# ---- matmul_seq ----
**matmul_seq: placed cells, one colour a class**

Fill, decap, tap and diode cells in grey.
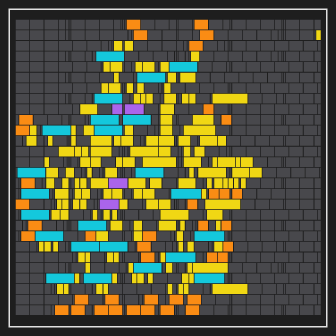
**matmul_seq: I/O nets highlighted**

Bar = 20 um.
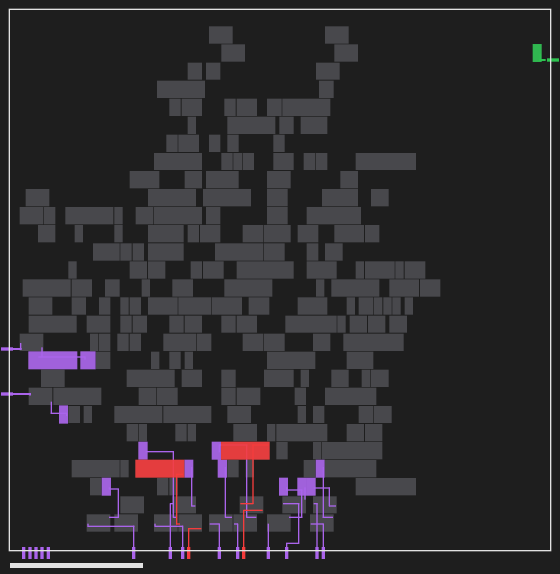
File: src/rtl/matmul_seq.sv
// Sequencer for a small N x K x M matrix multiply: clears the PEs, feeds K operands, drains the array, then writes N*M results.
// Optional misuse detection (sticky err_o on control writes while busy) is enabled by defining MATMUL_SEQ_ERR_CHECK_EN.
module matmul_seq (
    input  logic        clk_i,
    input  logic        rst_i,
    input  logic [15:0] control_register_i,
    input  logic        ctrl_wr_i,
    output logic        busy_o,
    output logic        pe_clr_o,
    output logic        feed_en_o,
    output logic [1:0]  feed_idx_o,
    output logic        wr_en_o,
    output logic [1:0]  wr_row_o,
    output logic [1:0]  wr_col_o,
    output logic [1:0]  wr_target_o,
    output logic [1:0]  dataflow_o,
    output logic        done_o,
    output logic        err_o
);

    typedef enum logic [2:0] {
        IDLE  = 3'd0,
        CLEAR = 3'd1,
        FEED  = 3'd2,
        DRAIN = 3'd3,
        WRITE = 3'd4,
        DONE  = 3'd5
    } state_t;

    state_t      state_q, state_d;
    logic        start_q;
    logic [1:0]  n_q, k_q, m_q;
    logic [1:0]  wr_target_q, dataflow_q;
    logic [4:0]  cnt_q;
    logic [1:0]  row_q, col_q;
    logic        launch;
    logic [2:0]  n_dim, m_dim;
    logic [4:0]  prod;
    logic [4:0]  drain_last;
    logic [4:0]  prod_last;

    // Dimension fields hold size-1, so the last-cycle indices fall out of the raw fields.
    assign n_dim      = {1'b0, n_q} + 3'd1;
    assign m_dim      = {1'b0, m_q} + 3'd1;
    assign prod       = {2'b00, n_dim} * {2'b00, m_dim};
    assign prod_last  = prod - 5'd1;
    assign drain_last = {3'b000, n_q} + {3'b000, m_q};

    assign launch = (state_q == IDLE) && control_register_i[0] && !start_q;

    always_comb begin
        state_d = state_q;
        case (state_q)
            IDLE:    if (launch) state_d = CLEAR;
            CLEAR:   state_d = FEED;
            FEED:    if (cnt_q == {3'b000, k_q}) state_d = DRAIN;
            DRAIN:   if (cnt_q == drain_last) state_d = WRITE;
            WRITE:   if (cnt_q == prod_last) state_d = DONE;
            DONE:    state_d = IDLE;
            default: state_d = IDLE;
        endcase
    end

    always_ff @(posedge clk_i) begin
        if (rst_i) begin
            state_q     <= IDLE;
            start_q     <= control_register_i[0];
            n_q         <= 2'd0;
            k_q         <= 2'd0;
            m_q         <= 2'd0;
            wr_target_q <= 2'd0;
            dataflow_q  <= 2'd0;
            cnt_q       <= 5'd0;
            row_q       <= 2'd0;
            col_q       <= 2'd0;
        end else begin
            state_q <= state_d;
            start_q <= control_register_i[0];
            if (launch) begin
                n_q         <= control_register_i[9:8];
                k_q         <= control_register_i[11:10];
                m_q         <= control_register_i[13:12];
                wr_target_q <= control_register_i[3:2];
                dataflow_q  <= control_register_i[7:6];
            end
            // One phase counter, restarted on every state change.
            if (state_q != state_d || state_q == IDLE)
                cnt_q <= 5'd0;
            else
                cnt_q <= cnt_q + 5'd1;
            if (state_d != WRITE) begin
                row_q <= 2'd0;
                col_q <= 2'd0;
            end else if (state_q == WRITE) begin
                if (col_q == m_q) begin
                    col_q <= 2'd0;
                    row_q <= row_q + 2'd1;
                end else begin
                    col_q <= col_q + 2'd1;
                end
            end
        end
    end

    assign busy_o      = (state_q != IDLE);
    assign pe_clr_o    = (state_q == CLEAR);
    assign feed_en_o   = (state_q == FEED);
    assign feed_idx_o  = (state_q == FEED) ? cnt_q[1:0] : 2'd0;
    assign wr_en_o     = (state_q == WRITE);
    assign wr_row_o    = (state_q == WRITE) ? row_q : 2'd0;
    assign wr_col_o    = (state_q == WRITE) ? col_q : 2'd0;
    assign wr_target_o = wr_target_q;
    assign dataflow_o  = dataflow_q;
    assign done_o      = (state_q == DONE);

`ifdef MATMUL_SEQ_ERR_CHECK_EN
    logic err_q;

    always_ff @(posedge clk_i) begin
        if (rst_i)
            err_q <= 1'b0;
        else if (launch)
            err_q <= 1'b0;
        else if (ctrl_wr_i && busy_o)
            err_q <= 1'b1;
    end

    assign err_o = err_q;

    logic unused_fields;
    assign unused_fields = &{1'b0, control_register_i[15:14], control_register_i[5:4], control_register_i[1]};
`else
    assign err_o = 1'b0;

    logic unused_fields;
    assign unused_fields = &{1'b0, ctrl_wr_i, control_register_i[15:14], control_register_i[5:4], control_register_i[1]};
`endif

endmodule

File: config.mk
export PLATFORM = sky130hd
export DESIGN_NAME = matmul_seq
export DESIGN_NICKNAME = d
export VERILOG_FILES = /design/src/rtl/matmul_seq.sv
export SDC_FILE = /design/constraint.sdc
export NUM_CORES = 1
export LEC_CHECK = 0
export CORE_UTILIZATION = 24
export CTS_CLUSTER_SIZE = 25
export DETAILED_ROUTE_END_ITERATION = 12
export PLACE_DENSITY = 0.56
export REMOVE_ABC_BUFFERS = 1
export SYNTH_ARGS = -nofsm -noshare
export SYNTH_HDL_FRONTEND = slang
export SYNTH_SLANG_ARGS = --single-unit
File: constraint.sdc
create_clock -name clk_i -period 2.79 [get_ports clk_i]
set_input_delay 0.279 -clock clk_i [delete_from_list [all_inputs] [get_ports clk_i]]
set_output_delay 0.279 -clock clk_i [all_outputs]
set_load 0.02 [all_outputs]
==> metrics.cfg <==
[run_status]
run_status = finished, violations left
violations = setup timing

[power_and_ir_drop]
p_comb_uw = 275
power.density_nw_per_um2 = 411
power.group.top = sequential cells
switching_share_pct = 31.9

[sta]
postLayoutSetupSlackWorst_ps = -62.7
setup_viol = 10
rsz0062_at_grt = yes

[route]
via_per_inst = 4.56
wl_per_cell_um = 11.7
drtPass1Iterations = 4

[critical_path]
start_kind = register
path_class = reg2reg
critPathMaxFanout = 8
startpoint = n_q[0]$_SDFFE_PP0P_
path_cells = ha_4, nand2_4, ha_4, fa_1, inv_2, fa_2, xor2_1, or3_4, nor2_8, o311a_1

[clocking]
clock-sinks = 23
cts_tree = built
numCtsBuffers = 3

[yosys]
yosysMostFrequentCell = nand2_1
netlist_area_sq_um = 1510

[floorplan]
chip_area_sq_um = 6610
row_count = 28

[grt]
antenna_found_initial = 0

[place]
dp_slack_ps = -247

[job]
max_cap_violations = 0

## Picture notes: 'placed cells, one colour a class' of matmul_seq
class	colour	cells	share of their area
remaining buffers and delay cells	orange	39	18%
remaining logic cells	yellow	148	56%
clock drivers and dummy loads	purple	4	2.5%
sequential cells	cyan	23	24%
core area: 5990 sq um
sequential portion of the cell area: 22.5%
Finished Cell Area: 2070 sq um

## Picture notes: 'I/O nets highlighted' of matmul_seq
port	colour	bits	direction	edge	end cells	buffers	wire
`control_register_i`	purple	16	input	14 south, 2 west	12	11	158 um
`wr_target_o`	red	2	output	south	2	2	34.9 um
`err_o`	green	1	output	east	1	0	1.50 um
# IOs: 35
I/O Buffers: 27

[layout make-up]
cell class | count | area, sq um
clock inverters | 1 | 7.51
flip-flops and latches | 23 | 465
multi-input cells | 138 | 1060
repair buffers | 39 | 360
well taps | 75 | 93.8
fillers | 620 | 3920
clock buffers | 3 | 41.3
inverters | 10 | 38.8
[layout by cell type (no fill, tap or decap), types with 3 or more instances in the layout]
cell type         n
a21oi_1          14
and2_1            6
buf_4            12
clkbuf_8          3
clkdlybuf4s50_1  27
dfxtp_1          19
dfxtp_2           4
ha_1              7
ha_4              4
inv_1             7
nand2_1          27
nand3_1           4
nor2_1            5
nor3_1            7
nor4_1            3
o21ai_0           5
xnor2_1           9
xor2_1           10
[worst reg2reg max path: cells and delay by family, from the launching register on]
kind            cells  cell delay, ps
buf+inv             1              80
fa+ha+maj           4            1380
flops               1             350
xor+xnor            1             150
simple gates        3             680
compound gates      1             160
[per-layer routing]
| layer | GRT usage [%] | share of wire (%) | up-vias |
|---|---|---|---|
| li1 | - | - | 678 |
| met3 | 1.35 | 1.8 | 4 |
| met4 | 4.46 | 1.2 | 0 |
| met1 | 15.0 | 47 | 622 |
| met5 | 0 | 0 | - |
| met2 | 19.3 | 50 | 14 |

# ---- main_mem_arbiter ----
## config.mk

```make
export PLATFORM = sky130hd
export DESIGN_NAME = main_mem_arbiter
export DESIGN_NICKNAME = d
export VERILOG_FILES = /design/src/rtl/main_mem_arbiter.sv
export SDC_FILE = /design/constraint.sdc
export NUM_CORES = 1
export LEC_CHECK = 0
export CAP_MARGIN = 40
export CORE_AREA = 8 8 277 279
export CTS_BUF_LIST = sky130_fd_sc_hd__clkbuf_16
export DETAILED_ROUTE_END_ITERATION = 8
export DIE_AREA = 0 0 285 287
export GPL_ROUTABILITY_DRIVEN = 0
export PLACE_DENSITY = 0.41
export SETUP_SLACK_MARGIN = 0.4
export SLEW_MARGIN = 20
export SYNTH_ARGS = -nofsm -noshare
export SYNTH_HDL_FRONTEND = slang
export SYNTH_SLANG_ARGS = --single-unit
```

## constraint.sdc

```tcl
create_clock -name CLK -period 1.42 [get_ports CLK]
set_input_delay 0.142 -clock CLK [delete_from_list [all_inputs] [get_ports CLK]]
set_output_delay 0.142 -clock CLK [all_outputs]
set_load 0.01 [all_outputs]
```

## src/rtl/main_mem_arbiter.sv

```systemverilog
// Shares one main-memory port between I-cache refill and D-cache refill/write-back; define ARB_ROUND_ROBIN_EN for round-robin ties.
// Latency: one IDLE cycle plus two SERVE cycles minimum, plus one cycle per MEM_BUSYWAIT cycle.
// Backpressure: a requester's busywait stays high until its completion cycle; the grant is held until DONE.
module main_mem_arbiter #(
    parameter int ADDR_W  = 28,
    parameter int BLOCK_W = 128
) (
    input  logic               CLK,
    input  logic               RESET,
    input  logic               I_MEM_READ,
    input  logic [ADDR_W-1:0]  I_MEM_ADDRESS,
    output logic [BLOCK_W-1:0] I_MEM_READDATA,
    output logic               I_MEM_BUSYWAIT,
    input  logic               D_MEM_READ,
    input  logic               D_MEM_WRITE,
    input  logic [ADDR_W-1:0]  D_MEM_ADDRESS,
    input  logic [BLOCK_W-1:0] D_MEM_WRITEDATA,
    output logic [BLOCK_W-1:0] D_MEM_READDATA,
    output logic               D_MEM_BUSYWAIT,
    output logic               MEM_READ,
    output logic               MEM_WRITE,
    output logic [ADDR_W-1:0]  MEM_ADDRESS,
    output logic [BLOCK_W-1:0] MEM_WRITEDATA,
    input  logic [BLOCK_W-1:0] MEM_READDATA,
    input  logic               MEM_BUSYWAIT,
    output logic [1:0]         GRANT
);

    typedef enum logic [1:0] {
        IDLE    = 2'b00,
        SERVE_I = 2'b01,
        SERVE_D = 2'b10
    } state_t;

    state_t state;
    state_t state_nxt;
    logic   first;
    logic   i_req;
    logic   d_req;
    logic   done;
    logic   pick_d;

    assign i_req = I_MEM_READ;
    assign d_req = D_MEM_READ | D_MEM_WRITE;

    // The first SERVE cycle never completes: memory has not yet seen the request.
    assign done = (state != IDLE) && !first && !MEM_BUSYWAIT;

`ifdef ARB_ROUND_ROBIN_EN
    logic last_d;

    always_ff @(posedge CLK or negedge RESET) begin
        if (!RESET) begin
            last_d <= 1'b0;
        end else if (done) begin
            last_d <= (state == SERVE_D);
        end
    end

    assign pick_d = d_req && (!i_req || !last_d);
`else
    assign pick_d = d_req;
`endif

    always_ff @(posedge CLK or negedge RESET) begin
        if (!RESET) begin
            state <= IDLE;
            first <= 1'b0;
        end else begin
            state <= state_nxt;
            first <= (state == IDLE) && (state_nxt != IDLE);
        end
    end

    always_comb begin
        state_nxt = state;
        case (state)
            IDLE: begin
                if (pick_d) begin
                    state_nxt = SERVE_D;
                end else if (i_req) begin
                    state_nxt = SERVE_I;
                end
            end
            SERVE_I, SERVE_D: begin
                if (done) begin
                    state_nxt = IDLE;
                end
            end
            default: state_nxt = IDLE;
        endcase
    end

    always_comb begin
        MEM_READ      = 1'b0;
        MEM_WRITE     = 1'b0;
        MEM_ADDRESS   = '0;
        MEM_WRITEDATA = '0;
        GRANT         = 2'b00;
        case (state)
            SERVE_I: begin
                MEM_READ    = I_MEM_READ;
                MEM_ADDRESS = I_MEM_ADDRESS;
                GRANT       = 2'b01;
            end
            SERVE_D: begin
                MEM_READ      = D_MEM_READ;
                MEM_WRITE     = D_MEM_WRITE;
                MEM_ADDRESS   = D_MEM_ADDRESS;
                MEM_WRITEDATA = D_MEM_WRITEDATA;
                GRANT         = 2'b10;
            end
            default: ;
        endcase
    end

    assign I_MEM_READDATA = (state == SERVE_I) ? MEM_READDATA : '0;
    assign D_MEM_READDATA = (state == SERVE_D) ? MEM_READDATA : '0;
    assign I_MEM_BUSYWAIT = i_req && !((state == SERVE_I) && done);
    assign D_MEM_BUSYWAIT = d_req && !((state == SERVE_D) && done);

endmodule

```

==> metrics.cfg <==
[power_and_ir_drop]
switching_share_pct = 39.5
p_comb_mw = 22.9
power_frac_seq_pct = 0.7
sequentialPower_uw = 156
clkPwrFrac_pct = 1.9
p_int_mw = 14.2
net-switching-power_mw = 9.26
ir_worst_vdd_v = 0.000773
leakagePower_nw = 6.76
pwr-share-comb_pct = 97.5
power.density_nw_per_um2 = 1590

[place]
hpwl_mm = 32.0
dpl_cell_area_sq_um = 12300
dp.cells = 2209

[sta]
worst_slew_pin_slew_ps = 296
postLayoutSetupSlackWorst_ps = -545
rsz0062_at_grt = yes
setup_viol = 417
clock_skew_ps = 1.38
slew_violations = 0

[yosys]
async_flop_share_pct = 100
logic_family = simple AND/OR/NAND/NOR gates
postSynthAreaPerCell_sq_um = 6.37
xor_area_share_pct = 0
yosysMostFrequentCell = and2_1
netlist_area_sq_um = 3320

[floorplan]
row_count = 99
die_h_um = 287

[critical_path]
startpoint = state[0]$_DFF_PN0_
critPathSlowestCell = dfrtp_1
endpoint_kind = output pin
path_cells = buf_6, ha_4, buf_6, buf_16, buf_6, buf_6, buf_6, and2_4, buf_2
endpoint = I_MEM_READDATA[91]
r2r-end = state[1]$_DFF_PN0_
crit_required_ps = 1280
r2r-start = state[1]$_DFF_PN0_
start_kind = register
max_stage_delay_ps = 400
crit_arrival_ps = 1820
r2r_cells = 7

[route]
first_iter_violations = 98
remaining_drc_errors = 0
ant_nets = 0
met3_length_mm = 3.25

[layout]
regArea_sq_um = 75.1
logic_area_sq_um = 3870
syn2layout_area_growth_pct = 345
fillers = 8004
instances_no_fill = 2339
final_nets = 1700

[grt]
overflow = 0
grt_use_met1_pct = 9.26
antenna_found_initial = 4
use_met2_pct = 16.6

[clocking]
cts_hold_buf = 0
clkLatencyLatePin_ps = 220
postCtsResizedCells = 503
htree_levels = 1
cts_tree = built

[run_status]
violations = setup timing
run_status = finished, violations left

[job]
max_cap_violations = 0

cell usage in the layout, fill, tap and decap left out, drive strengths merged:
| master | synthesis | routed |
|---|---|---|
| bufbuf | 0 | 1 |
| nand2b | 1 | 1 |
| nand2 | 1 | 1 |
| nor2 | 1 | 1 |
| inv | 2 | 3 |
| o31ai | 1 | 1 |
| ha | 6 | 6 |
| nor3 | 3 | 3 |
| dlymetal6s2s | 0 | 6 |
| a21boi | 1 | 1 |
| a21oi | 4 | 4 |
| nor2b | 30 | 30 |
| a22oi | 29 | 29 |
| clkbuf | 38 | 119 |
| and2 | 385 | 385 |
| a31oi | 1 | 1 |
| buf | 14 | 462 |
| dfrtp | 3 | 3 |
| clkdlybuf4s50 | 0 | 317 |
| diode | 0 | 5 |
| o31a | 1 | 1 |
flip-flops by register name, summed over array words and instances (netlist names):
| name | count |
|---|---|
| state | 2 |
| first | 1 |
cell type report:
type / count / area share (%)
sequential: 3 / 0.509
clock buffer: 3 / 0.509
clock inverter: 1 / 0.0254
timing repair buffer: 902 / 64.5
antenna: 5 / 0.0848
multi-input combinational: 464 / 26.2
inverter: 2 / 0.0509
tap: 959 / 8.13
**main_mem_arbiter: I/O nets highlighted**

Bar = 100 um.
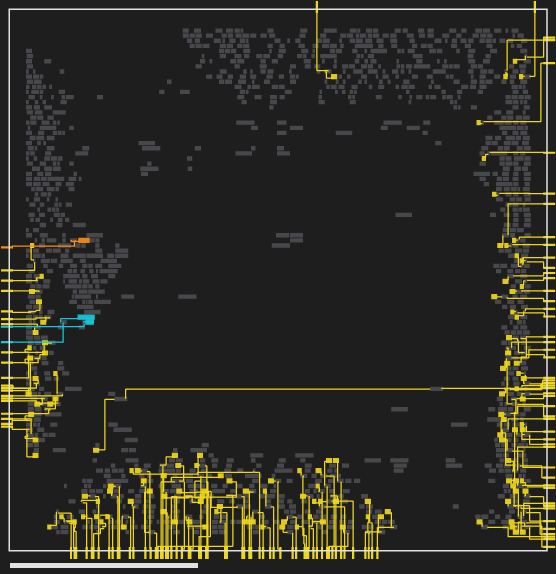
port	colour	bits	direction	edge	end cells	buffers	wire
`GRANT`	cyan	2	output	west	2	2	104 um
`D_MEM_BUSYWAIT`	orange	1	output	west	1	1	43.1 um
`I_MEM_READDATA`	yellow	128	output	60 south, 47 east, 19 west, 2 north	128	129	4160 um
# IOs: 736
I/O Buffers: 735

**main_mem_arbiter: metal layers overlaid**

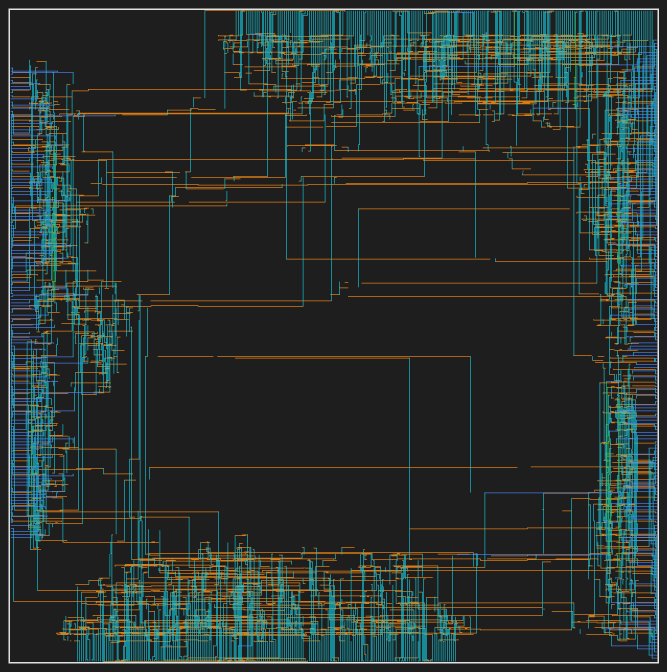
layer	colour	wire length
M1	orange	17900 um
M2	cyan	23.9 mm
M3	blue	3250 um
M4	green	489 um
WL final: 45.5 mm
wire per inst: 19.5 um
vias post-DR: 6994



==> screenshots <==
Drive-strength map.
(a)
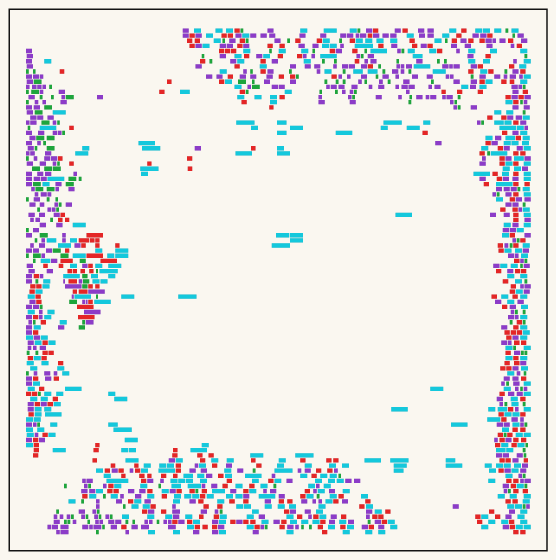
(b)
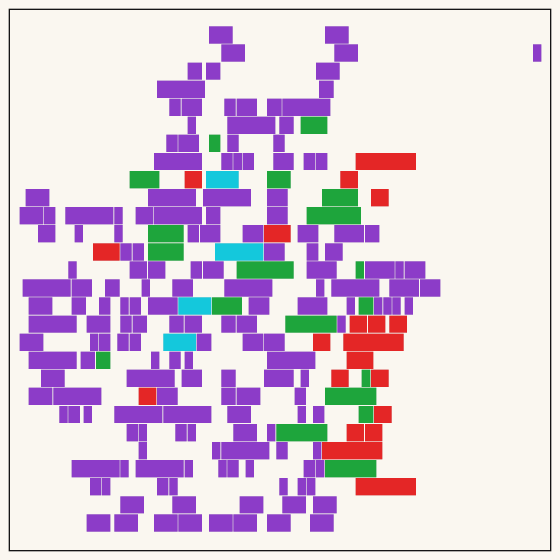
- most cells: (a)
- (b) = matmul_seq
- (a) = main_mem_arbiter

Power and IR drop assume default switching activity.
